==================== wr_bin_info
wr_bin_info/m2.png
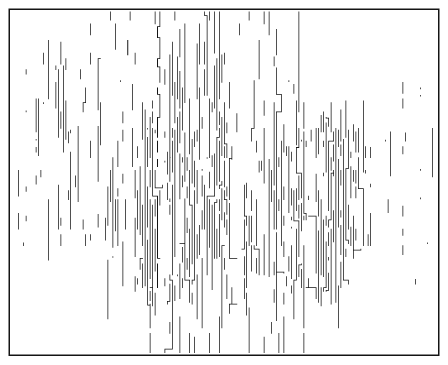

[src/rtl/wr_bin_info.sv]
// Transmit side of the bin-info exchange: snapshots nv_all/nb_all on start
// and streams them as two words (nv, then nb) over a valid/ready port.
//
// Ports:
//   clk, rst        clock, synchronous active-high reset
//   start_wrinfo_i  start request, sampled only while idle
//   done_wrinfo_o   one-cycle pulse after the nb word is accepted
//   busy_o          high from accepted start through the done pulse
//   nv_all_i        variable count to send
//   nb_all_i        clause/bin count to send
//   data_o          outgoing word, zero-extended
//   data_valid_o    data_o valid
//   data_ready_i    sink accepts the word when valid & ready
//   data_last_o     marks the nb word, qualified by data_valid_o
module wr_bin_info #(
  parameter int WIDTH_CLAUSES = 16,
  parameter int WIDTH_VARS    = 12,
  parameter int WIDTH_DATA    = 16
) (
  input  logic                     clk,
  input  logic                     rst,
  input  logic                     start_wrinfo_i,
  output logic                     done_wrinfo_o,
  output logic                     busy_o,
  input  logic [WIDTH_VARS-1:0]    nv_all_i,
  input  logic [WIDTH_CLAUSES-1:0] nb_all_i,
  output logic [WIDTH_DATA-1:0]    data_o,
  output logic                     data_valid_o,
  input  logic                     data_ready_i,
  output logic                     data_last_o
);

  if (WIDTH_DATA < WIDTH_VARS ||
      WIDTH_DATA < WIDTH_CLAUSES) begin : g_width_check
    $error("wr_bin_info: WIDTH_DATA narrower than a count field");
  end

  localparam logic [1:0] S_IDLE    = 2'd0;
  localparam logic [1:0] S_SEND_NV = 2'd1;
  localparam logic [1:0] S_SEND_NB = 2'd2;
  localparam logic [1:0] S_DONE    = 2'd3;

  logic [1:0]               state;
  logic [1:0]               state_nxt;
  logic [WIDTH_VARS-1:0]    nv_q;
  logic [WIDTH_VARS-1:0]    nv_nxt;
  logic [WIDTH_CLAUSES-1:0] nb_q;
  logic [WIDTH_CLAUSES-1:0] nb_nxt;

  logic [WIDTH_DATA-1:0]    data_nxt;
  logic                     valid_nxt;
  logic                     last_nxt;
  logic                     busy_nxt;
  logic                     done_nxt;

  // Next-state and capture logic.
  always_comb begin
    state_nxt = state;
    nv_nxt    = nv_q;
    nb_nxt    = nb_q;
    unique case (state)
      S_IDLE: begin
        if (start_wrinfo_i) begin
          state_nxt = S_SEND_NV;
          nv_nxt    = nv_all_i;
          nb_nxt    = nb_all_i;
        end
      end
      S_SEND_NV: begin
        if (data_ready_i) state_nxt = S_SEND_NB;
      end
      S_SEND_NB: begin
        if (data_ready_i) state_nxt = S_DONE;
      end
      S_DONE: begin
        state_nxt = S_IDLE;
      end
      default: begin
        state_nxt = S_IDLE;
      end
    endcase
  end

  // Outputs are decoded from the next state and registered, so nothing
  // downstream sees a combinational path from ready or start.
  always_comb begin
    data_nxt  = '0;
    valid_nxt = 1'b0;
    last_nxt  = 1'b0;
    busy_nxt  = 1'b0;
    done_nxt  = 1'b0;
    unique case (state_nxt)
      S_SEND_NV: begin
        data_nxt  = WIDTH_DATA'(nv_nxt);
        valid_nxt = 1'b1;
        busy_nxt  = 1'b1;
      end
      S_SEND_NB: begin
        data_nxt  = WIDTH_DATA'(nb_nxt);
        valid_nxt = 1'b1;
        last_nxt  = 1'b1;
        busy_nxt  = 1'b1;
      end
      S_DONE: begin
        busy_nxt  = 1'b1;
        done_nxt  = 1'b1;
      end
      default: begin
        data_nxt  = '0;
      end
    endcase
  end

  always_ff @(posedge clk) begin
    if (rst) begin
      state         <= S_IDLE;
      nv_q          <= '0;
      nb_q          <= '0;
      data_o        <= '0;
      data_valid_o  <= 1'b0;
      data_last_o   <= 1'b0;
      busy_o        <= 1'b0;
      done_wrinfo_o <= 1'b0;
    end else begin
      state         <= state_nxt;
      nv_q          <= nv_nxt;
      nb_q          <= nb_nxt;
      data_o        <= data_nxt;
      data_valid_o  <= valid_nxt;
      data_last_o   <= last_nxt;
      busy_o        <= busy_nxt;
      done_wrinfo_o <= done_nxt;
    end
  end

endmodule

[config.mk]
export PLATFORM = sky130hd
export DESIGN_NAME = wr_bin_info
export DESIGN_NICKNAME = d
export VERILOG_FILES = /design/src/rtl/wr_bin_info.sv
export SDC_FILE = /design/constraint.sdc
export NUM_CORES = 1
export LEC_CHECK = 0
export ABC_AREA = 0
export CAP_MARGIN = 0
export CORE_ASPECT_RATIO = 0.8
export CORE_UTILIZATION = 40
export DETAILED_ROUTE_END_ITERATION = 16
export GPL_TIMING_DRIVEN = 0
export PLACE_DENSITY = 0.79
export SLEW_MARGIN = 40
export SYNTH_ARGS = -nofsm -noshare
export SYNTH_HDL_FRONTEND = slang
export SYNTH_SLANG_ARGS = --single-unit
[constraint.sdc]
create_clock -name clk -period 4.2 [get_ports clk]
set_clock_uncertainty 0.05 [all_clocks]
set_input_delay 0.63 -clock clk [delete_from_list [all_inputs] [get_ports clk]]
set_output_delay 0.63 -clock clk [all_outputs]
set_load 0.01 [all_outputs]
==================== wifi_rx_sym2bit_serializer_flat
### config.mk
export PLATFORM = sky130hd
export DESIGN_NAME = wifi_rx_sym2bit_serializer_flat
export DESIGN_NICKNAME = d
export VERILOG_FILES = /design/src/rtl/wifi_rx_sym2bit_serializer_pkg.sv /design/src/rtl/wifi_rx_sym2bit_serializer_if.sv /design/src/rtl/wifi_rx_sym2bit_serializer_fifo.sv /design/src/rtl/wifi_rx_sym2bit_serializer.sv /design/src/flat_wrapper.sv
export SDC_FILE = /design/constraint.sdc
export NUM_CORES = 1
export LEC_CHECK = 0
export CORE_UTILIZATION = 40
export DETAILED_ROUTE_END_ITERATION = 10
export PLACE_DENSITY_LB_ADDON = 0.2
export SKIP_CTS_REPAIR_TIMING = 1
export SYNTH_ARGS = -nofsm -noshare
export SYNTH_HDL_FRONTEND = slang
export SYNTH_SLANG_ARGS = --single-unit
export TNS_END_PERCENT = 100
### constraint.sdc
create_clock -name clk -period 4.5 [get_ports clk]
set_input_delay 0.675 -clock clk [delete_from_list [all_inputs] [get_ports clk]]
set_output_delay 0.675 -clock clk [all_outputs]
set_load 0.02 [all_outputs]
### src/rtl/wifi_rx_sym2bit_serializer_pkg.sv
// Shared definitions for the WiFi RX symbol-to-bit path: modulation codes,
// bits-per-symbol lookup and the serializer state encoding.
package wifi_rx_pkg;

    localparam int MAX_BPS_DEFAULT = 6;

    typedef enum logic [1:0] {
        MOD_BPSK  = 2'd0,
        MOD_QPSK  = 2'd1,
        MOD_16QAM = 2'd2,
        MOD_64QAM = 2'd3
    } mod_t;

    typedef enum logic {
        ST_IDLE  = 1'b0,
        ST_SHIFT = 1'b1
    } shift_state_t;

    function automatic logic [2:0] bps_of(input logic [1:0] mode);
        case (mod_t'(mode))
            MOD_BPSK:  return 3'd1;
            MOD_QPSK:  return 3'd2;
            MOD_16QAM: return 3'd4;
            default:   return 3'd6;
        endcase
    endfunction

endpackage

### src/rtl/wifi_rx_sym2bit_serializer_if.sv
// Handshake bundle between the demapper, the serializer and the deinterleaver.
interface wifi_rx_sym2bit_serializer_if #(
    parameter int MAX_BPS = 6,
    parameter int LVL_W   = 3
);
    logic [1:0]         mode;
    logic               flush;
    logic               sym_valid;
    logic               sym_ready;
    logic [MAX_BPS-1:0] sym_data;
    logic               sym_last;
    logic               bit_valid;
    logic               bit_ready;
    logic               bit_data;
    logic               bit_last;
    logic [LVL_W-1:0]   fifo_level;

    modport master (
        output mode, flush, sym_valid, sym_data, sym_last, bit_ready,
        input  sym_ready, bit_valid, bit_data, bit_last, fifo_level
    );

    modport slave (
        input  mode, flush, sym_valid, sym_data, sym_last, bit_ready,
        output sym_ready, bit_valid, bit_data, bit_last, fifo_level
    );
endinterface

### src/rtl/wifi_rx_sym2bit_serializer_fifo.sv
// Small symbol FIFO with combinational head read so a freshly loaded symbol
// can start shifting on the next edge; flush wins over push and pop.
module wifi_rx_sym_fifo #(
    parameter int WIDTH = 9,
    parameter int DEPTH = 4,
    parameter int LVL_W = $clog2(DEPTH + 1)
) (
    input  logic             clk,
    input  logic             reset,
    input  logic             flush,
    input  logic             push,
    input  logic [WIDTH-1:0] wr_data,
    input  logic             pop,
    output logic [WIDTH-1:0] rd_data,
    output logic [LVL_W-1:0] level,
    output logic             full,
    output logic             empty
);
    localparam int PTR_W = (DEPTH > 1) ? $clog2(DEPTH) : 1;

    logic [WIDTH-1:0] mem [DEPTH];
    logic [PTR_W-1:0] wr_ptr_reg;
    logic [PTR_W-1:0] rd_ptr_reg;
    logic [LVL_W-1:0] count_reg;
    logic             push_ok;
    logic             pop_ok;

    assign full    = (count_reg == LVL_W'(DEPTH));
    assign empty   = (count_reg == '0);
    assign level   = count_reg;
    assign push_ok = push && !full && !flush;
    assign pop_ok  = pop && !empty && !flush;
    assign rd_data = mem[rd_ptr_reg];

    always_ff @(posedge clk) begin
        if (push_ok) begin
            mem[wr_ptr_reg] <= wr_data;
        end
    end

    always_ff @(posedge clk or negedge reset) begin
        if (!reset) begin
            wr_ptr_reg <= '0;
            rd_ptr_reg <= '0;
            count_reg  <= '0;
        end else if (flush) begin
            wr_ptr_reg <= '0;
            rd_ptr_reg <= '0;
            count_reg  <= '0;
        end else begin
            if (push_ok) begin
                wr_ptr_reg <= wr_ptr_reg + PTR_W'(1);
            end
            if (pop_ok) begin
                rd_ptr_reg <= rd_ptr_reg + PTR_W'(1);
            end
            // Simultaneous push and pop leaves the occupancy unchanged.
            case ({push_ok, pop_ok})
                2'b10:   count_reg <= count_reg + LVL_W'(1);
                2'b01:   count_reg <= count_reg - LVL_W'(1);
                default: count_reg <= count_reg;
            endcase
        end
    end

endmodule

### src/rtl/wifi_rx_sym2bit_serializer.sv
// Symbol-to-bit serializer: queues demapped symbols with their captured
// modulation and shifts them out MSB-first, one bit per accepted cycle.
module wifi_rx_sym2bit_serializer
    import wifi_rx_pkg::*;
#(
    parameter int MAX_BPS    = MAX_BPS_DEFAULT,
    parameter int FIFO_DEPTH = 4,
    parameter int LVL_W      = $clog2(FIFO_DEPTH + 1)
) (
    input  logic clk,
    input  logic reset,
    wifi_rx_sym2bit_serializer_if.slave bus
);
    localparam int ENTRY_W = MAX_BPS + 3;

    logic [ENTRY_W-1:0] wr_entry;
    logic [ENTRY_W-1:0] head_entry;
    logic [LVL_W-1:0]   fifo_level;
    logic               fifo_full;
    logic               fifo_empty;
    logic               fifo_pop;

    logic [MAX_BPS-1:0] head_data;
    logic [1:0]         head_mode;
    logic               head_last;
    logic [2:0]         head_bps;
    logic [MAX_BPS-1:0] head_aligned;

    shift_state_t       state_reg, state_next;
    logic [MAX_BPS-1:0] shift_reg, shift_next;
    logic [2:0]         cnt_reg, cnt_next;
    logic [2:0]         bps_reg, bps_next;
    logic               last_reg, last_next;

    logic               consume;
    logic               sym_done;
    logic               out_valid;
    logic               out_data;
    logic               out_last;

    assign wr_entry = {bus.sym_last, bus.mode, bus.sym_data};

    wifi_rx_sym_fifo #(
        .WIDTH (ENTRY_W),
        .DEPTH (FIFO_DEPTH),
        .LVL_W (LVL_W)
    ) u_fifo (
        .clk     (clk),
        .reset   (reset),
        .flush   (bus.flush),
        .push    (bus.sym_valid),
        .wr_data (wr_entry),
        .pop     (fifo_pop),
        .rd_data (head_entry),
        .level   (fifo_level),
        .full    (fifo_full),
        .empty   (fifo_empty)
    );

    assign head_data = head_entry[MAX_BPS-1:0];
    assign head_mode = head_entry[MAX_BPS+1:MAX_BPS];
    assign head_last = head_entry[MAX_BPS+2];
    assign head_bps  = bps_of(head_mode);

    // Left-align the used bits so the MSB always leaves from the top of the
    // shifter; unused upper sym_data bits fall off here.
    assign head_aligned = head_data << (MAX_BPS - int'(head_bps));

    always_ff @(posedge clk or negedge reset) begin
        if (!reset) begin
            state_reg <= ST_IDLE;
            shift_reg <= '0;
            cnt_reg   <= '0;
            bps_reg   <= 3'd1;
            last_reg  <= 1'b0;
        end else begin
            state_reg <= state_next;
            shift_reg <= shift_next;
            cnt_reg   <= cnt_next;
            bps_reg   <= bps_next;
            last_reg  <= last_next;
        end
    end

    always_comb begin
        consume    = (state_reg == ST_SHIFT) && bus.bit_ready;
        sym_done   = consume && (cnt_reg == bps_reg - 3'd1);
        fifo_pop   = !bus.flush && !fifo_empty && ((state_reg == ST_IDLE) || sym_done);
        state_next = state_reg;
        shift_next = shift_reg;
        cnt_next   = cnt_reg;
        bps_next   = bps_reg;
        last_next  = last_reg;
        if (bus.flush) begin
            state_next = ST_IDLE;
            shift_next = '0;
            cnt_next   = '0;
            bps_next   = 3'd1;
            last_next  = 1'b0;
        end else if (fifo_pop) begin
            // Loading on the final-bit handshake keeps symbols back-to-back.
            state_next = ST_SHIFT;
            shift_next = head_aligned;
            cnt_next   = '0;
            bps_next   = head_bps;
            last_next  = head_last;
        end else if (sym_done) begin
            state_next = ST_IDLE;
            shift_next = '0;
            cnt_next   = '0;
        end else if (consume) begin
            shift_next = shift_reg << 1;
            cnt_next   = cnt_reg + 3'd1;
        end
    end

    always_comb begin
        out_valid = (state_reg == ST_SHIFT);
        out_data  = out_valid && shift_reg[MAX_BPS-1];
        out_last  = out_valid && last_reg && (cnt_reg == bps_reg - 3'd1);
    end

    assign bus.bit_valid  = out_valid;
    assign bus.bit_data   = out_data;
    assign bus.bit_last   = out_last;
    assign bus.sym_ready  = !fifo_full;
    assign bus.fifo_level = fifo_level;

endmodule

### src/flat_wrapper.sv
// flat-port wrapper written by rule: the top's interface ports become plain ports
module wifi_rx_sym2bit_serializer_flat import wifi_rx_pkg::*;
#(
    parameter int MAX_BPS    = MAX_BPS_DEFAULT,
    parameter int FIFO_DEPTH = 4,
    parameter int LVL_W      = $clog2(FIFO_DEPTH + 1)
)
  (clk, reset, bus_mode, bus_flush, bus_sym_valid, bus_sym_data, bus_sym_last, bus_bit_ready, bus_sym_ready, bus_bit_valid, bus_bit_data, bus_bit_last, bus_fifo_level);
  wifi_rx_sym2bit_serializer_if #(.MAX_BPS(MAX_BPS), .LVL_W(LVL_W)) bus_i ();
  input  logic clk;
  input  logic reset;
  input wire logic [$bits(bus_i.mode)-1:0] bus_mode;
  input wire logic [$bits(bus_i.flush)-1:0] bus_flush;
  input wire logic [$bits(bus_i.sym_valid)-1:0] bus_sym_valid;
  input wire logic [$bits(bus_i.sym_data)-1:0] bus_sym_data;
  input wire logic [$bits(bus_i.sym_last)-1:0] bus_sym_last;
  input wire logic [$bits(bus_i.bit_ready)-1:0] bus_bit_ready;
  output wire logic [$bits(bus_i.sym_ready)-1:0] bus_sym_ready;
  output wire logic [$bits(bus_i.bit_valid)-1:0] bus_bit_valid;
  output wire logic [$bits(bus_i.bit_data)-1:0] bus_bit_data;
  output wire logic [$bits(bus_i.bit_last)-1:0] bus_bit_last;
  output wire logic [$bits(bus_i.fifo_level)-1:0] bus_fifo_level;
  assign bus_i.mode = bus_mode;
  assign bus_i.flush = bus_flush;
  assign bus_i.sym_valid = bus_sym_valid;
  assign bus_i.sym_data = bus_sym_data;
  assign bus_i.sym_last = bus_sym_last;
  assign bus_i.bit_ready = bus_bit_ready;
  assign bus_sym_ready = bus_i.sym_ready;
  assign bus_bit_valid = bus_i.bit_valid;
  assign bus_bit_data = bus_i.bit_data;
  assign bus_bit_last = bus_i.bit_last;
  assign bus_fifo_level = bus_i.fifo_level;
  wifi_rx_sym2bit_serializer #(.MAX_BPS(MAX_BPS), .FIFO_DEPTH(FIFO_DEPTH), .LVL_W(LVL_W)) u_core (.clk(clk), .reset(reset), .bus(bus_i));
endmodule
==================== fifo_sync_flags
[config.mk]
export PLATFORM = sky130hd
export DESIGN_NAME = fifo_sync_flags
export DESIGN_NICKNAME = d
export VERILOG_FILES = /design/src/rtl/fifo_sync_flags.sv
export SDC_FILE = /design/constraint.sdc
export NUM_CORES = 1
export LEC_CHECK = 0
export ABC_AREA = 1
export ABC_CLOCK_PERIOD_IN_PS = 5300
export CAP_MARGIN = 5
export CORE_MARGIN = 1.5
export CORE_UTILIZATION = 45
export DETAILED_ROUTE_END_ITERATION = 8
export SLEW_MARGIN = 15
export SYNTH_ARGS = -nofsm -noshare
export SYNTH_HDL_FRONTEND = slang
export SYNTH_SLANG_ARGS = --single-unit
[constraint.sdc]
create_clock -name clk -period 5.3 [get_ports clk]
set_input_delay 1.325 -clock clk [delete_from_list [all_inputs] [get_ports clk]]
set_output_delay 1.325 -clock clk [all_outputs]
set_load 0.01 [all_outputs]
[src/rtl/fifo_sync_flags.sv]
// fifo_sync_flags: single-clock FIFO with an occupancy count, programmable
// almost-full/almost-empty thresholds, sticky overflow/underflow flags and a
// read-valid strobe.
//
// Build option: define FIFO_FWFT_EN for first-word-fall-through output.
// In that mode dout always shows the head word and dout_valid mirrors !empty.
// Without it, dout is registered and updated one cycle after an accepted read.
module fifo_sync_flags #(
  parameter int WIDTH    = 8,
  parameter int DEPTH    = 32,
  parameter int AF_LEVEL = DEPTH - 2,
  parameter int AE_LEVEL = 2,
  parameter int PTR_W    = $clog2(DEPTH)
) (
  input  logic             clk,
  input  logic             rst_n,
  // write side
  input  logic             wr_en,
  input  logic [WIDTH-1:0] din,
  output logic             full,
  output logic             almost_full,
  // read side
  input  logic             rd_en,
  output logic [WIDTH-1:0] dout,
  output logic             dout_valid,
  output logic             empty,
  output logic             almost_empty,
  // status
  output logic [PTR_W:0]   count,
  input  logic             clr_err,
  output logic             overflow,
  output logic             underflow
);

  localparam int CNT_W = PTR_W + 1;

  // Thresholds resized once so every count comparison is width-matched.
  localparam logic [CNT_W-1:0] C_DEPTH = CNT_W'(DEPTH);
  localparam logic [CNT_W-1:0] C_AF    = CNT_W'(AF_LEVEL);
  localparam logic [CNT_W-1:0] C_AE    = CNT_W'(AE_LEVEL);
  localparam logic [CNT_W-1:0] C_ONE   = CNT_W'(1);
  localparam logic [PTR_W-1:0] P_ONE   = PTR_W'(1);

  // Storage (intentionally not reset) and control state.
  logic [WIDTH-1:0] r_mem [DEPTH];
  logic [PTR_W-1:0] r_wptr;
  logic [PTR_W-1:0] r_rptr;
  logic [CNT_W-1:0] r_count;
  logic             r_overflow;
  logic             r_underflow;

  // Handshake decode and next-state values.
  logic             w_empty;
  logic             w_full;
  logic             w_rd_acc;
  logic             w_wr_acc;
  logic             w_ovf_evt;
  logic             w_unf_evt;
  logic [CNT_W-1:0] w_count_nxt;

  // Flags are pure decodes of the registered count.
  assign w_empty = (r_count == '0);
  assign w_full  = (r_count == C_DEPTH);

  // A read is taken whenever data exists. A write is taken when there is room,
  // or when a same-cycle read frees the slot it will land in (full wr+rd case).
  assign w_rd_acc  = rd_en & ~w_empty;
  assign w_wr_acc  = wr_en & (~w_full | w_rd_acc);

  // Error events: a write that was dropped, a read of an empty FIFO.
  assign w_ovf_evt = wr_en & ~w_wr_acc;
  assign w_unf_evt = rd_en & w_empty;

  // Occupancy moves only when exactly one side of the transfer happens.
  always_comb begin
    w_count_nxt = r_count;
    case ({w_wr_acc, w_rd_acc})
      2'b10:   w_count_nxt = r_count + C_ONE;
      2'b01:   w_count_nxt = r_count - C_ONE;
      default: w_count_nxt = r_count;
    endcase
  end

  // Storage write; on full wr+rd wptr equals rptr, and the read below still
  // captures the old word because both sample the array before this update.
  always_ff @(posedge clk) begin
    if (w_wr_acc) begin
      r_mem[r_wptr] <= din;
    end
  end

  // Pointers and occupancy; pointers wrap naturally since DEPTH is 2**PTR_W.
  always_ff @(posedge clk or negedge rst_n) begin
    if (!rst_n) begin
      r_wptr  <= '0;
      r_rptr  <= '0;
      r_count <= '0;
    end else begin
      if (w_wr_acc) begin
        r_wptr <= r_wptr + P_ONE;
      end
      if (w_rd_acc) begin
        r_rptr <= r_rptr + P_ONE;
      end
      r_count <= w_count_nxt;
    end
  end

  // Sticky error flags; a new error in the same cycle as clr_err wins.
  always_ff @(posedge clk or negedge rst_n) begin
    if (!rst_n) begin
      r_overflow  <= 1'b0;
      r_underflow <= 1'b0;
    end else begin
      r_overflow  <= w_ovf_evt | (r_overflow  & ~clr_err);
      r_underflow <= w_unf_evt | (r_underflow & ~clr_err);
    end
  end

`ifdef FIFO_FWFT_EN
  // Head word is presented combinationally; rd_en acknowledges it.
  assign dout       = r_mem[r_rptr];
  assign dout_valid = ~w_empty;
`else
  logic [WIDTH-1:0] r_dout;
  logic             r_dout_valid;

  // Registered read port: one-cycle latency, dout holds between reads.
  always_ff @(posedge clk or negedge rst_n) begin
    if (!rst_n) begin
      r_dout       <= '0;
      r_dout_valid <= 1'b0;
    end else begin
      r_dout_valid <= w_rd_acc;
      if (w_rd_acc) begin
        r_dout <= r_mem[r_rptr];
      end
    end
  end

  assign dout       = r_dout;
  assign dout_valid = r_dout_valid;
`endif

  assign count        = r_count;
  assign empty        = w_empty;
  assign full         = w_full;
  assign almost_full  = (r_count >= C_AF);
  assign almost_empty = (r_count <= C_AE);
  assign overflow     = r_overflow;
  assign underflow    = r_underflow;

endmodule


==> layout pictures side by side <==
Drive-strength map.
shot_01.png
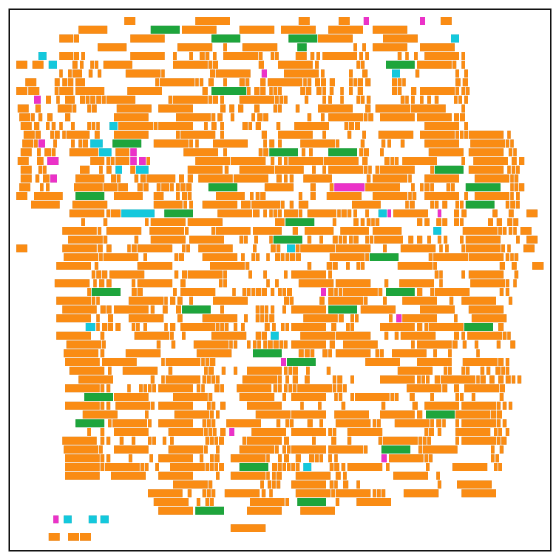
shot_02.png
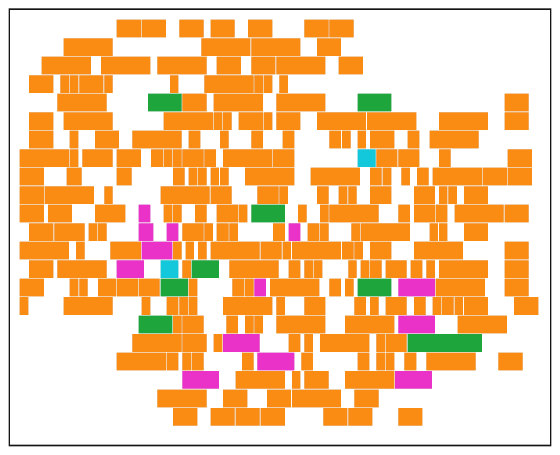
shot_03.png
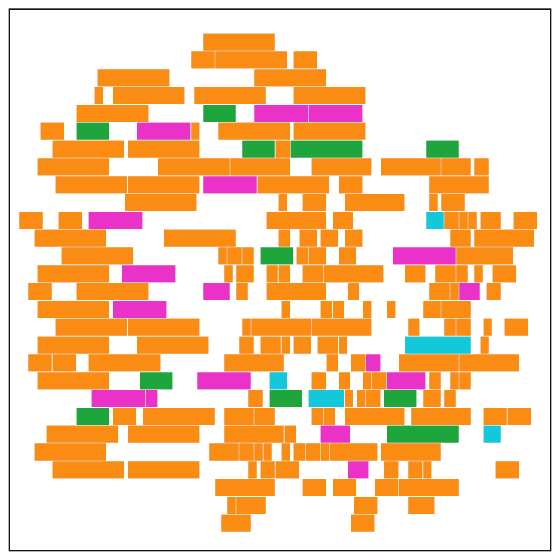
- fewest cells: shot_03.png
- most cells: shot_01.png
| picture | from |
|---|---|
| shot_02.png | wr_bin_info |
| shot_01.png | fifo_sync_flags |
| shot_03.png | wifi_rx_sym2bit_serializer_flat |

wifi_rx_sym2bit_serializer_flat/m2.png
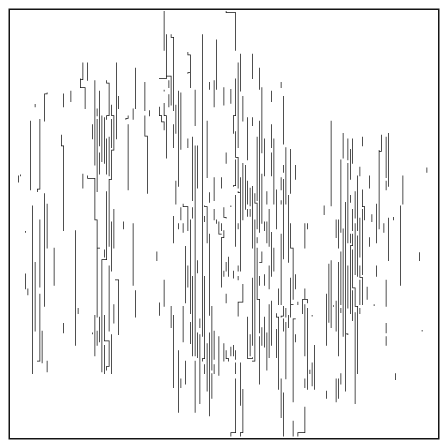
The longest straight run is 58.1 um. The wires run mostly vertical.

==> impl_metrics.xml, wifi_rx_sym2bit_serializer_flat <==
<?xml version="1.0" encoding="UTF-8"?>
<metrics>
  <group name="worst_setup_path">
    <metric name="rr_endpoint" unit="">u_core.u_fifo.level[2]</metric>
    <metric name="worstRegToRegCells" unit="">11</metric>
  </group>
  <group name="power_and_ir_drop">
    <metric name="internal_power" unit="mW">1.22</metric>
    <metric name="ir_drop" unit="V">0.000295</metric>
    <metric name="pg_clk" unit="uW">506</metric>
    <metric name="seq_power_share" unit="%">40.1</metric>
    <metric name="switchingPower" unit="uW">583</metric>
  </group>
  <group name="flow_run">
    <metric name="openroad.warnings" unit="">29</metric>
  </group>
  <group name="detailed_routing">
    <metric name="route.top_layer_used" unit="">met4</metric>
    <metric name="route.detailed.drc" unit="">0</metric>
  </group>
  <group name="die">
    <metric name="core-area" unit="um2">6100</metric>
    <metric name="num_io_pins" unit="">21</metric>
  </group>
  <group name="clock_tree">
    <metric name="clock_sink_count" unit="">57</metric>
    <metric name="worst_setup_hold_path_clk_slew" unit="ns">0.06</metric>
    <metric name="clock_tree.buffer_depth" unit="">2</metric>
  </group>
  <group name="layout">
    <metric name="clkCellAreaFrac" unit="%">6.89</metric>
    <metric name="largest_cell_class" unit="">sequential cells</metric>
    <metric name="nonClockInverterCount" unit="">5</metric>
  </group>
  <group name="run_status">
    <metric name="run_status" unit="">completed</metric>
  </group>
  <group name="yosys">
    <metric name="synth.distinct_cells" unit="">42</metric>
  </group>
  <group name="grt">
    <metric name="globalRoute.busiestLayer" unit="">met2</metric>
  </group>
</metrics>
fifo_sync_flags/class_map.png
The bar under the picture is 50 um long. Fill, decap, tap and diode cells in gray.
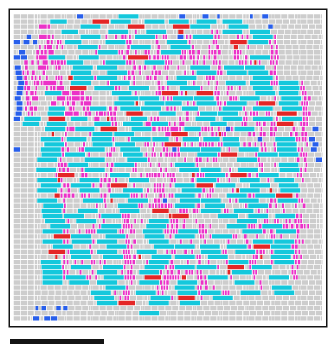
registers: marked cyan, cells 283, share of their area 63%. clock drivers and dummy loads: marked red, cells 52, share of their area 6.7%. remaining buffers and delay cells: marked blue, cells 43, share of their area 2.9%. remaining logic cells: marked magenta, cells 838, share of their area 27%.
Post-Route Utilization: 51.1%
standard cell core area: 26800 um2
final design instance area without fill: 13700 um2

fifo_sync_flags/clock_nets.png
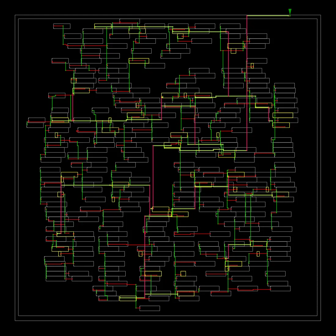
final setup skew: 0.00987 ns
Clock Power: 1.91 mW
number of CTS-inserted buffers: 28
TritonCTS sink count: 283

==> impl_metrics.xml, fifo_sync_flags <==
<?xml version="1.0" encoding="UTF-8"?>
<metrics>
  <group name="run_status">
    <metric name="run_status" unit="">completed</metric>
  </group>
  <group name="grt">
    <metric name="grtUsageMet1" unit="%">29.5</metric>
    <metric name="grt_antenna_before_repair" unit="">0</metric>
  </group>
  <group name="layout">
    <metric name="regMostFlops" unit="">r_mem</metric>
    <metric name="largest_register_ffs" unit="">256</metric>
    <metric name="lay_top_count" unit="">sky130_fd_sc_hd__nand2_1</metric>
    <metric name="final_layout_size_suffix_gt1_share" unit="%">5.76</metric>
    <metric name="antenna_cells_inserted" unit="">0</metric>
    <metric name="clkCellAreaFrac" unit="%">6.52</metric>
  </group>
  <group name="power_and_ir_drop">
    <metric name="power.combinational.total" unit="mW">2.32</metric>
    <metric name="seq_power_share" unit="%">40.7</metric>
    <metric name="power_density" unit="nW/um2">521</metric>
    <metric name="ir_drop" unit="V">0.000315</metric>
  </group>
  <group name="yosys">
    <metric name="synth_top_cell_by_count" unit="">sky130_fd_sc_hd__nand2_1</metric>
    <metric name="edf_count" unit="">256</metric>
    <metric name="seq_area_frac_synth" unit="%">68.3</metric>
    <metric name="yosys_register_bits" unit="">283</metric>
    <metric name="xor_share" unit="%">0.715</metric>
    <metric name="yosys-top-cells-area" unit="">sky130_fd_sc_hd__edfxtp_1 (63%), sky130_fd_sc_hd__nand2_1 (12%), sky130_fd_sc_hd__nand3_1 (6.9%)</metric>
    <metric name="avgSynthCellArea" unit="um2">10.4</metric>
  </group>
  <group name="detailed_routing">
    <metric name="drt_pass1_iterations" unit="">7</metric>
    <metric name="route.detailed.drc" unit="">0</metric>
    <metric name="route.top_layer_used" unit="">met4</metric>
  </group>
  <group name="worst_setup_path">
    <metric name="worst-endpoint-arrival" unit="ns">1.99</metric>
    <metric name="critical_path_cell_by_cell" unit="">nor2_1 &gt; nand3_1 &gt; inv_1 &gt; clkdlybuf4s50_1</metric>
    <metric name="worst_path_dominant_cell_family" unit="">buffers and inverters</metric>
  </group>
  <group name="min_path">
    <metric name="kind_of_path_behind_the_tightest_hold_check" unit="">flip-flop to flip-flop</metric>
    <metric name="worstHoldPathCells" unit="">2</metric>
  </group>
  <group name="die">
    <metric name="dieWidth" unit="um">168</metric>
  </group>
</metrics>
wr_bin_info/gates.png
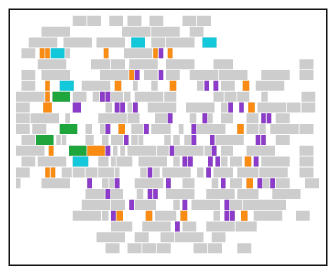
fa/ha/maj cells: marked green, cells 4, where west. nand cells: marked purple, cells 51. nor cells: marked orange, cells 25, where widely spread. mux cells: marked cyan, cells 5.
combinational fraction of the cell area: 31.2%
number of standard cells in the final layout excluding fillers: 327

wr_bin_info/clock_nets.png
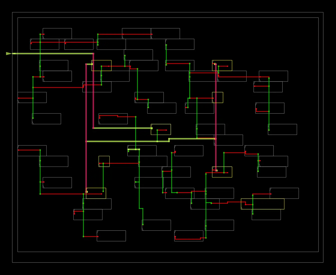
number of CTS-inserted buffers: 5
clk ins delay skew pair: 0.31 ns

## Picture notes: wr_bin_info/m2.png
The longest straight run is 32.6 um. The layer holds 46% of the routed length. The layer carries 2190 um of wire. 250 nets have wire on it. The wires run mostly vertical.

==> impl_metrics.xml, wr_bin_info <==
<?xml version="1.0" encoding="UTF-8"?>
<metrics>
  <group name="final_timing">
    <metric name="number_of_pins_exceeding_their_max_slew_limit_in_the_final_report" unit="">0</metric>
    <metric name="postLayoutSetupSlackWorst" unit="ns">1.21</metric>
    <metric name="layout_worst_path_cycle_share" unit="%">71.2</metric>
    <metric name="grt_setup_unrepaired" unit="">false</metric>
  </group>
  <group name="detailed_routing">
    <metric name="num_vias" unit="">1720</metric>
    <metric name="routed_via_density" unit="">5.26</metric>
    <metric name="route.final.wire_length" unit="mm">4.79</metric>
  </group>
  <group name="yosys">
    <metric name="postSynthCellCount" unit="">209</metric>
    <metric name="seq_area_frac_synth" unit="%">52.2</metric>
  </group>
  <group name="grt">
    <metric name="number_of_global_route_vias_before_repair" unit="">1650</metric>
    <metric name="grt_remaining_overflow" unit="">0</metric>
    <metric name="grt_first_pass_wirelength" unit="mm">7.88</metric>
    <metric name="grt_antenna_before_repair" unit="">0</metric>
    <metric name="grtUsageMet1" unit="%">27.3</metric>
  </group>
  <group name="layout">
    <metric name="n_clock_buffer" unit="">5</metric>
  </group>
  <group name="die">
    <metric name="die_area" unit="um2">5080</metric>
    <metric name="placementRows" unit="">22</metric>
  </group>
  <group name="place">
    <metric name="dpl.hpwl" unit="mm">3.29</metric>
    <metric name="dpl.cell_count" unit="">319</metric>
  </group>
  <group name="clock_tree">
    <metric name="post_cts.resized_instances" unit="">0</metric>
    <metric name="post-cts-setup-buffer-count" unit="">0</metric>
  </group>
  <group name="power_and_ir_drop">
    <metric name="top_power_group" unit="">registers</metric>
  </group>
  <group name="worst_setup_path">
    <metric name="start_kind" unit="">input port</metric>
    <metric name="largest_stage_delay_worst_path" unit="ns">0.70</metric>
    <metric name="logic_depth_of_the_worst_setup_path_including_buffers" unit="">7</metric>
    <metric name="critical_path_class" unit="">input port to flip-flop</metric>
  </group>
  <group name="flow_run">
    <metric name="openroad.warnings" unit="">29</metric>
  </group>
  <group name="run_status">
    <metric name="run_status" unit="">completed</metric>
  </group>
</metrics>

==================== ram_dump_reader
ram_dump_reader/clock_nets.png
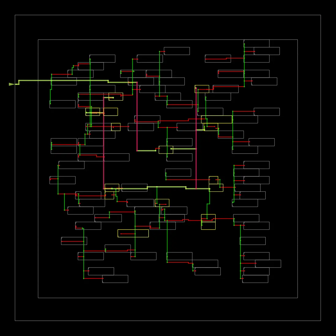

### src/rtl/ram_dump_reader.sv
// Streams a contiguous range of data-RAM words, tagged with their addresses, over valid/ready.
// Optional running checksum of transferred words: define RAM_DUMP_CHECKSUM_EN.
module ram_dump_reader #(
   parameter int unsigned ADDR_WIDTH = 10,
   parameter int unsigned DATA_WIDTH = 32
) (
   input  logic                  clk,
   input  logic                  rst,
   input  logic                  start,
   input  logic [ADDR_WIDTH-1:0] base_addr,
   input  logic [ADDR_WIDTH:0]   word_count,
   output logic                  busy,
   output logic                  done,
   output logic                  ram_re,
   output logic [ADDR_WIDTH-1:0] ram_addr,
   input  logic [DATA_WIDTH-1:0] ram_rdata,
   output logic                  out_valid,
   input  logic                  out_ready,
   output logic [DATA_WIDTH-1:0] out_data,
   output logic [ADDR_WIDTH-1:0] out_addr,
   output logic [DATA_WIDTH-1:0] checksum
);

   localparam int unsigned CNT_W = ADDR_WIDTH + 1;

   typedef enum logic [2:0] {IDLE, READ, WAIT, SEND, DONE} state_t;

   state_t                  state, state_d;
   logic [ADDR_WIDTH-1:0]   addr, addr_d;
   logic [CNT_W-1:0]        rem, rem_d;
   logic                    out_valid_d;
   logic [DATA_WIDTH-1:0]   out_data_d;
   logic [ADDR_WIDTH-1:0]   out_addr_d;
   logic [ADDR_WIDTH-1:0]   ram_addr_d;
`ifdef RAM_DUMP_CHECKSUM_EN
   logic [DATA_WIDTH-1:0]   csum, csum_d;
`endif

   // Next-state and datapath updates; control outputs are registered from the next state.
   always_comb begin
      state_d     = state;
      addr_d      = addr;
      rem_d       = rem;
      out_valid_d = out_valid;
      out_data_d  = out_data;
      out_addr_d  = out_addr;
`ifdef RAM_DUMP_CHECKSUM_EN
      csum_d      = csum;
`endif
      unique case (state)
         IDLE: begin
            if (start) begin
               addr_d  = base_addr;
               rem_d   = word_count;
`ifdef RAM_DUMP_CHECKSUM_EN
               csum_d  = '0;
`endif
               state_d = (word_count == '0) ? DONE : READ;
            end
         end
         READ: state_d = WAIT;
         WAIT: begin
            out_valid_d = 1'b1;
            out_data_d  = ram_rdata;
            out_addr_d  = addr;
            state_d     = SEND;
         end
         SEND: begin
            if (out_ready) begin
               out_valid_d = 1'b0;
               rem_d       = rem - CNT_W'(1);
               addr_d      = addr + ADDR_WIDTH'(1);
`ifdef RAM_DUMP_CHECKSUM_EN
               csum_d      = csum + out_data;
`endif
               state_d     = (rem == CNT_W'(1)) ? DONE : READ;
            end
         end
         DONE: state_d = IDLE;
         default: state_d = IDLE;
      endcase
      // ram_addr only moves when a read is being issued
      ram_addr_d = (state_d == READ) ? addr_d : ram_addr;
   end

   always_ff @(posedge clk or negedge rst) begin
      if (!rst) begin
         state     <= IDLE;
         addr      <= '0;
         rem       <= '0;
         busy      <= 1'b0;
         done      <= 1'b0;
         ram_re    <= 1'b0;
         ram_addr  <= '0;
         out_valid <= 1'b0;
         out_data  <= '0;
         out_addr  <= '0;
      end else begin
         state     <= state_d;
         addr      <= addr_d;
         rem       <= rem_d;
         busy      <= (state_d != IDLE);
         done      <= (state_d == DONE);
         ram_re    <= (state_d == READ);
         ram_addr  <= ram_addr_d;
         out_valid <= out_valid_d;
         out_data  <= out_data_d;
         out_addr  <= out_addr_d;
      end
   end

`ifdef RAM_DUMP_CHECKSUM_EN
   always_ff @(posedge clk or negedge rst) begin
      if (!rst) csum <= '0;
      else      csum <= csum_d;
   end
   assign checksum = csum;
`else
   assign checksum = '0;
`endif

endmodule

### config.mk
export PLATFORM = sky130hd
export DESIGN_NAME = ram_dump_reader
export DESIGN_NICKNAME = d
export VERILOG_FILES = /design/src/rtl/ram_dump_reader.sv
export SDC_FILE = /design/constraint.sdc
export NUM_CORES = 1
export LEC_CHECK = 0
export CAP_MARGIN = 10
export CORE_MARGIN = 8
export CORE_UTILIZATION = 44
export CTS_CLUSTER_SIZE = 24
export DETAILED_ROUTE_END_ITERATION = 16
export PLACE_DENSITY = 0.86
export SKIP_LAST_GASP = 1
export SLEW_MARGIN = 10
export SYNTH_ARGS = -nofsm -noshare
export SYNTH_HDL_FRONTEND = slang
export SYNTH_SLANG_ARGS = --single-unit
### constraint.sdc
create_clock -name clk -period 2.08 [get_ports clk]
set_input_delay 0.624 -clock clk [delete_from_list [all_inputs] [get_ports clk]]
set_output_delay 0.624 -clock clk [all_outputs]
set_load 0.1 [all_outputs]
==================== dmem_arbiter
`config.mk`:
```
export PLATFORM = sky130hd
export DESIGN_NAME = dmem_arbiter
export DESIGN_NICKNAME = d
export VERILOG_FILES = /design/src/rtl/dmem_arbiter.sv
export SDC_FILE = /design/constraint.sdc
export NUM_CORES = 1
export LEC_CHECK = 0
export ABC_AREA = 1
export CAP_MARGIN = 20
export CORE_MARGIN = 2
export CORE_UTILIZATION = 40
export CTS_CLUSTER_DIAMETER = 120
export DETAILED_ROUTE_END_ITERATION = 10
export PLACE_DENSITY = 0.76
export SYNTH_ARGS = -nofsm -noshare
export SYNTH_HDL_FRONTEND = slang
export SYNTH_SLANG_ARGS = --single-unit
```
`constraint.sdc`:
```
create_clock -name CLK -period 8.29 [get_ports CLK]
set_clock_uncertainty 0.2 [all_clocks]
set_input_delay 0.829 -clock CLK [delete_from_list [all_inputs] [get_ports CLK]]
set_output_delay 0.829 -clock CLK [all_outputs]
set_load 0.03 [all_outputs]
```
`src/rtl/dmem_arbiter.sv`:
```
// Two-port arbiter in front of the single-port data memory: CPU LSU on port 0,
// loader/debug DMA on port 1. Each access takes IDLE -> ACCESS -> RESP; all outputs are registered.
module dmem_arbiter #(
    parameter int AW        = 10,
    parameter int DW        = 32,
    parameter int PRIO_MODE = 0
) (
    input  logic          CLK,
    input  logic          RST,
    input  logic          REQ0,
    input  logic          WR0,
    input  logic [AW-1:0] ADDR0,
    input  logic [DW-1:0] WDATA0,
    output logic          ACK0,
    output logic [DW-1:0] RDATA0,
    input  logic          REQ1,
    input  logic          WR1,
    input  logic [AW-1:0] ADDR1,
    input  logic [DW-1:0] WDATA1,
    output logic          ACK1,
    output logic [DW-1:0] RDATA1,
    output logic          MEM_WE,
    output logic [AW-1:0] MEM_ADDRESS,
    output logic [DW-1:0] MEM_DATA,
    input  logic [DW-1:0] MEM_Q,
    output logic          BUSY,
    output logic [1:0]    dbg_state
);

    // Handshake: a port holds REQ until it sees its one-cycle ACK. A REQ still
    // high in the cycle after ACK counts as a new request. Dropping REQ before
    // the grant withdraws it; after the grant the access always completes.
    typedef enum logic [1:0] {
        ST_IDLE   = 2'd0,
        ST_ACCESS = 2'd1,
        ST_RESP   = 2'd2
    } state_t;

    state_t        state_q, state_d;
    logic          gnt_q, gnt_d;
    logic          last_q, last_d;
    logic          mem_we_q, mem_we_d;
    logic [AW-1:0] mem_addr_q, mem_addr_d;
    logic [DW-1:0] mem_data_q, mem_data_d;
    logic          ack0_q, ack0_d;
    logic          ack1_q, ack1_d;
    logic [DW-1:0] rdata0_q, rdata0_d;
    logic [DW-1:0] rdata1_q, rdata1_d;
    logic          busy_q, busy_d;
    logic          pick1;

    // In round-robin mode a tie goes to the port that was not granted last.
    always_comb begin
        if (PRIO_MODE == 1) pick1 = ~REQ0 & REQ1;
        else                pick1 = REQ1 & (~REQ0 | ~last_q);
    end

    always_comb begin
        state_d    = state_q;
        gnt_d      = gnt_q;
        last_d     = last_q;
        mem_we_d   = mem_we_q;
        mem_addr_d = mem_addr_q;
        mem_data_d = mem_data_q;
        ack0_d     = 1'b0;
        ack1_d     = 1'b0;
        rdata0_d   = rdata0_q;
        rdata1_d   = rdata1_q;
        case (state_q)
            ST_IDLE: begin
                if (REQ0 | REQ1) begin
                    gnt_d      = pick1;
                    last_d     = pick1;
                    mem_we_d   = pick1 ? WR1 : WR0;
                    mem_addr_d = pick1 ? ADDR1 : ADDR0;
                    mem_data_d = pick1 ? WDATA1 : WDATA0;
                    state_d    = ST_ACCESS;
                end
            end
            ST_ACCESS: begin
                // Writes also capture MEM_Q; that word is the pre-write data and is meaningless.
                mem_we_d = 1'b0;
                if (gnt_q) begin
                    rdata1_d = MEM_Q;
                    ack1_d   = 1'b1;
                end else begin
                    rdata0_d = MEM_Q;
                    ack0_d   = 1'b1;
                end
                state_d = ST_RESP;
            end
            ST_RESP: state_d = ST_IDLE;
            default: state_d = ST_IDLE;
        endcase
        busy_d = (state_d != ST_IDLE);
    end

    always_ff @(posedge CLK or posedge RST) begin
        if (RST) begin
            state_q    <= ST_IDLE;
            gnt_q      <= 1'b0;
            last_q     <= 1'b1;
            mem_we_q   <= 1'b0;
            mem_addr_q <= '0;
            mem_data_q <= '0;
            ack0_q     <= 1'b0;
            ack1_q     <= 1'b0;
            rdata0_q   <= '0;
            rdata1_q   <= '0;
            busy_q     <= 1'b0;
        end else begin
            state_q    <= state_d;
            gnt_q      <= gnt_d;
            last_q     <= last_d;
            mem_we_q   <= mem_we_d;
            mem_addr_q <= mem_addr_d;
            mem_data_q <= mem_data_d;
            ack0_q     <= ack0_d;
            ack1_q     <= ack1_d;
            rdata0_q   <= rdata0_d;
            rdata1_q   <= rdata1_d;
            busy_q     <= busy_d;
        end
    end

    assign ACK0        = ack0_q;
    assign ACK1        = ack1_q;
    assign RDATA0      = rdata0_q;
    assign RDATA1      = rdata1_q;
    assign MEM_WE      = mem_we_q;
    assign MEM_ADDRESS = mem_addr_q;
    assign MEM_DATA    = mem_data_q;
    assign BUSY        = busy_q;
    assign dbg_state   = state_q;

endmodule

```
ram_dump_reader/class_map.png
The bar under the picture is 20 um long. Fill, decap, tap and diode cells in gray.
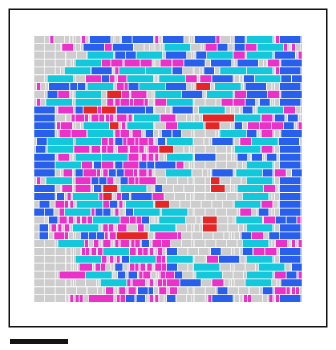
remaining logic cells: marked magenta, cells 229, share of their area 28%. remaining buffers and delay cells: marked blue, cells 150, share of their area 34%. clock drivers and dummy loads: marked red, cells 16, share of their area 4.0%. registers: marked cyan, cells 80, share of their area 34%.

ram_dump_reader/gates.png
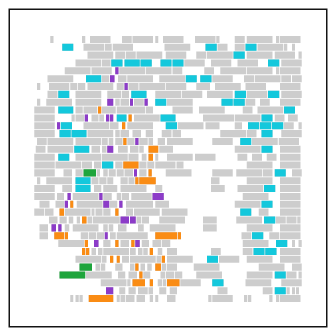
nor cells: marked orange, cells 34. mux cells: marked cyan, cells 53. fa/ha/maj cells: marked green, cells 3. nand cells: marked purple, cells 27.

## Picture notes: ram_dump_reader/clock_nets.png
clock buffer count: 11
clk ins delay skew pair: 0.35 ns
number of CTS-inserted buffers: 9
final setup skew: 0.0165 ns

==> impl_metrics.xml, ram_dump_reader <==
<?xml version="1.0" encoding="UTF-8"?>
<metrics>
  <group name="run_status">
    <metric name="run_status" unit="">finished, violations left</metric>
    <metric name="violated_checks" unit="">negative setup slack</metric>
  </group>
  <group name="final_timing">
    <metric name="setup_viol" unit="">6</metric>
    <metric name="postLayoutSetupSlackWorst" unit="ns">-0.0208</metric>
    <metric name="timing.setup.tns" unit="ns">-0.0544</metric>
  </group>
  <group name="layout">
    <metric name="design_area" unit="um2">6050</metric>
    <metric name="seq_total_area" unit="%">33.1</metric>
    <metric name="area.share.combinational" unit="%">27.4</metric>
    <metric name="post_route_utilization" unit="%">70.4</metric>
    <metric name="fin_cells" unit="">583</metric>
    <metric name="regMostFlops" unit="">out_data</metric>
    <metric name="clkCellAreaFrac" unit="%">3.93</metric>
  </group>
  <group name="worst_setup_path">
    <metric name="cp_num_buf_inv" unit="">2</metric>
    <metric name="worst-endpoint-arrival" unit="ns">2.33</metric>
    <metric name="worst-path-max-fanout" unit="">6</metric>
  </group>
  <group name="detailed_routing">
    <metric name="met3_length" unit="um">835</metric>
    <metric name="drtIter0Drc" unit="">166</metric>
  </group>
  <group name="clock_tree">
    <metric name="worst_setup_hold_path_clk_slew" unit="ns">0.09</metric>
  </group>
  <group name="yosys">
    <metric name="postSynth.asyncResetShare" unit="%">100</metric>
  </group>
  <group name="grt">
    <metric name="maximum_number_of_pins_on_one_net_before_global_route_repair" unit="">38</metric>
  </group>
  <group name="die">
    <metric name="tapcell.inserted" unit="">108</metric>
  </group>
</metrics>
dmem_arbiter/sizing.png
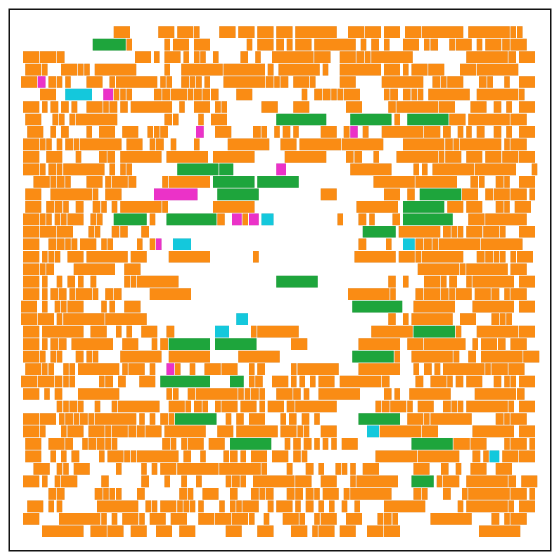
x1 and smaller: marked orange, cells 820, share 95%, most used clkdlybuf4s50_1. x2: marked magenta, cells 10, share 1.2%, most used nand2_2. x3 and x4: marked cyan, cells 8, share 0.92%. x6 and larger: marked green, cells 28, share 3.2%, most used clkbuf_16.
Area growth, synth to finish: 57.7%
final design instance area without fill: 8150 um2
number of ordinary and repair buffers in the finished layout: 237

==> impl_metrics.xml, dmem_arbiter <==
<?xml version="1.0" encoding="UTF-8"?>
<metrics>
  <group name="run_status">
    <metric name="run_status" unit="">completed</metric>
  </group>
  <group name="final_timing">
    <metric name="number_of_pins_exceeding_their_max_slew_limit_in_the_final_report" unit="">0</metric>
    <metric name="timing_hold_violations_final" unit="">0</metric>
  </group>
  <group name="min_path">
    <metric name="kind_of_path_behind_the_tightest_hold_check" unit="">flip-flop to flip-flop</metric>
  </group>
  <group name="yosys">
    <metric name="ys_chip_area" unit="um2">5170</metric>
    <metric name="synth.distinct_cells" unit="">18</metric>
    <metric name="synth_simple_gate_area_share" unit="%">23.9</metric>
    <metric name="syn-num-nets" unit="">754</metric>
    <metric name="yosys-dominant-comb-family" unit="">simple AND/OR/NAND/NOR gates</metric>
    <metric name="synth-warning-count" unit="">0</metric>
  </group>
  <group name="clock_tree">
    <metric name="post_cts_hold_buffer_count" unit="">0</metric>
    <metric name="post-cts-setup-buffer-count" unit="">0</metric>
  </group>
  <group name="layout">
    <metric name="post_route_utilization" unit="%">64.6</metric>
    <metric name="flop-count" unit="">114</metric>
    <metric name="fin_nets" unit="">975</metric>
    <metric name="nonClockInverterCount" unit="">125</metric>
    <metric name="n_clock_buffer" unit="">19</metric>
    <metric name="logic_gate_count" unit="">358</metric>
    <metric name="final_layout_size_suffix_gt1_share" unit="%">5.31</metric>
    <metric name="seq_total_area" unit="%">35.0</metric>
  </group>
  <group name="worst_setup_path">
    <metric name="setup.worst_path.start" unit="">REQ0</metric>
    <metric name="cp-endpoint" unit="">MEM_ADDRESS[2]</metric>
    <metric name="worst-path-max-fanout" unit="">45</metric>
    <metric name="crit_slowest_cell" unit="">sky130_fd_sc_hd__nand2_2</metric>
    <metric name="critical_path_class" unit="">input port to flip-flop</metric>
  </group>
  <group name="die">
    <metric name="core-area" unit="um2">12600</metric>
  </group>
  <group name="grt">
    <metric name="maximum_number_of_pins_on_one_net_before_global_route_repair" unit="">66</metric>
  </group>
</metrics>


## Gallery

The metal 2 layer.
image #1
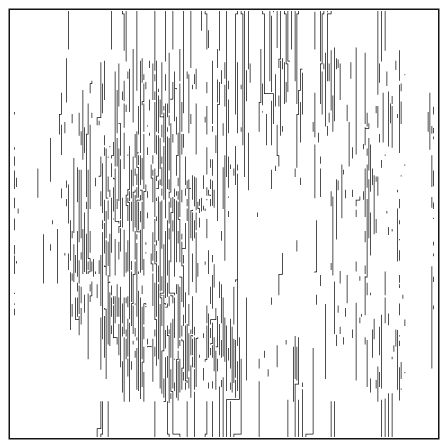
image #2
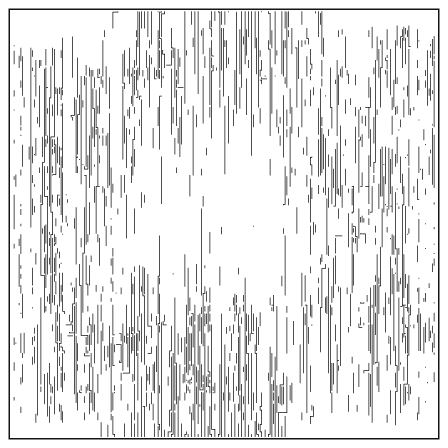
image #3
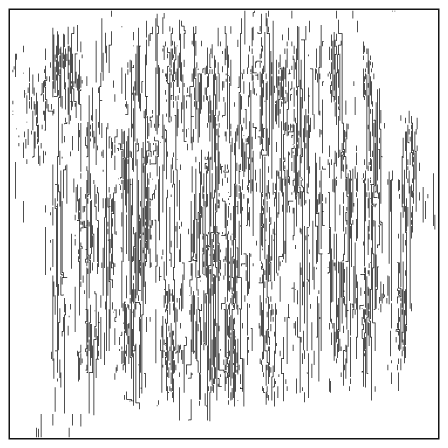
image #2: dmem_arbiter
image #1: ram_dump_reader
image #3: fifo_sync_flags

Key to image #3:
The layer carries 14300 um of wire. The layer holds 49% of the routed length. The wires run mostly vertical. The longest straight run is 87.7 um.

Power is estimated from default activity; no workload was simulated.
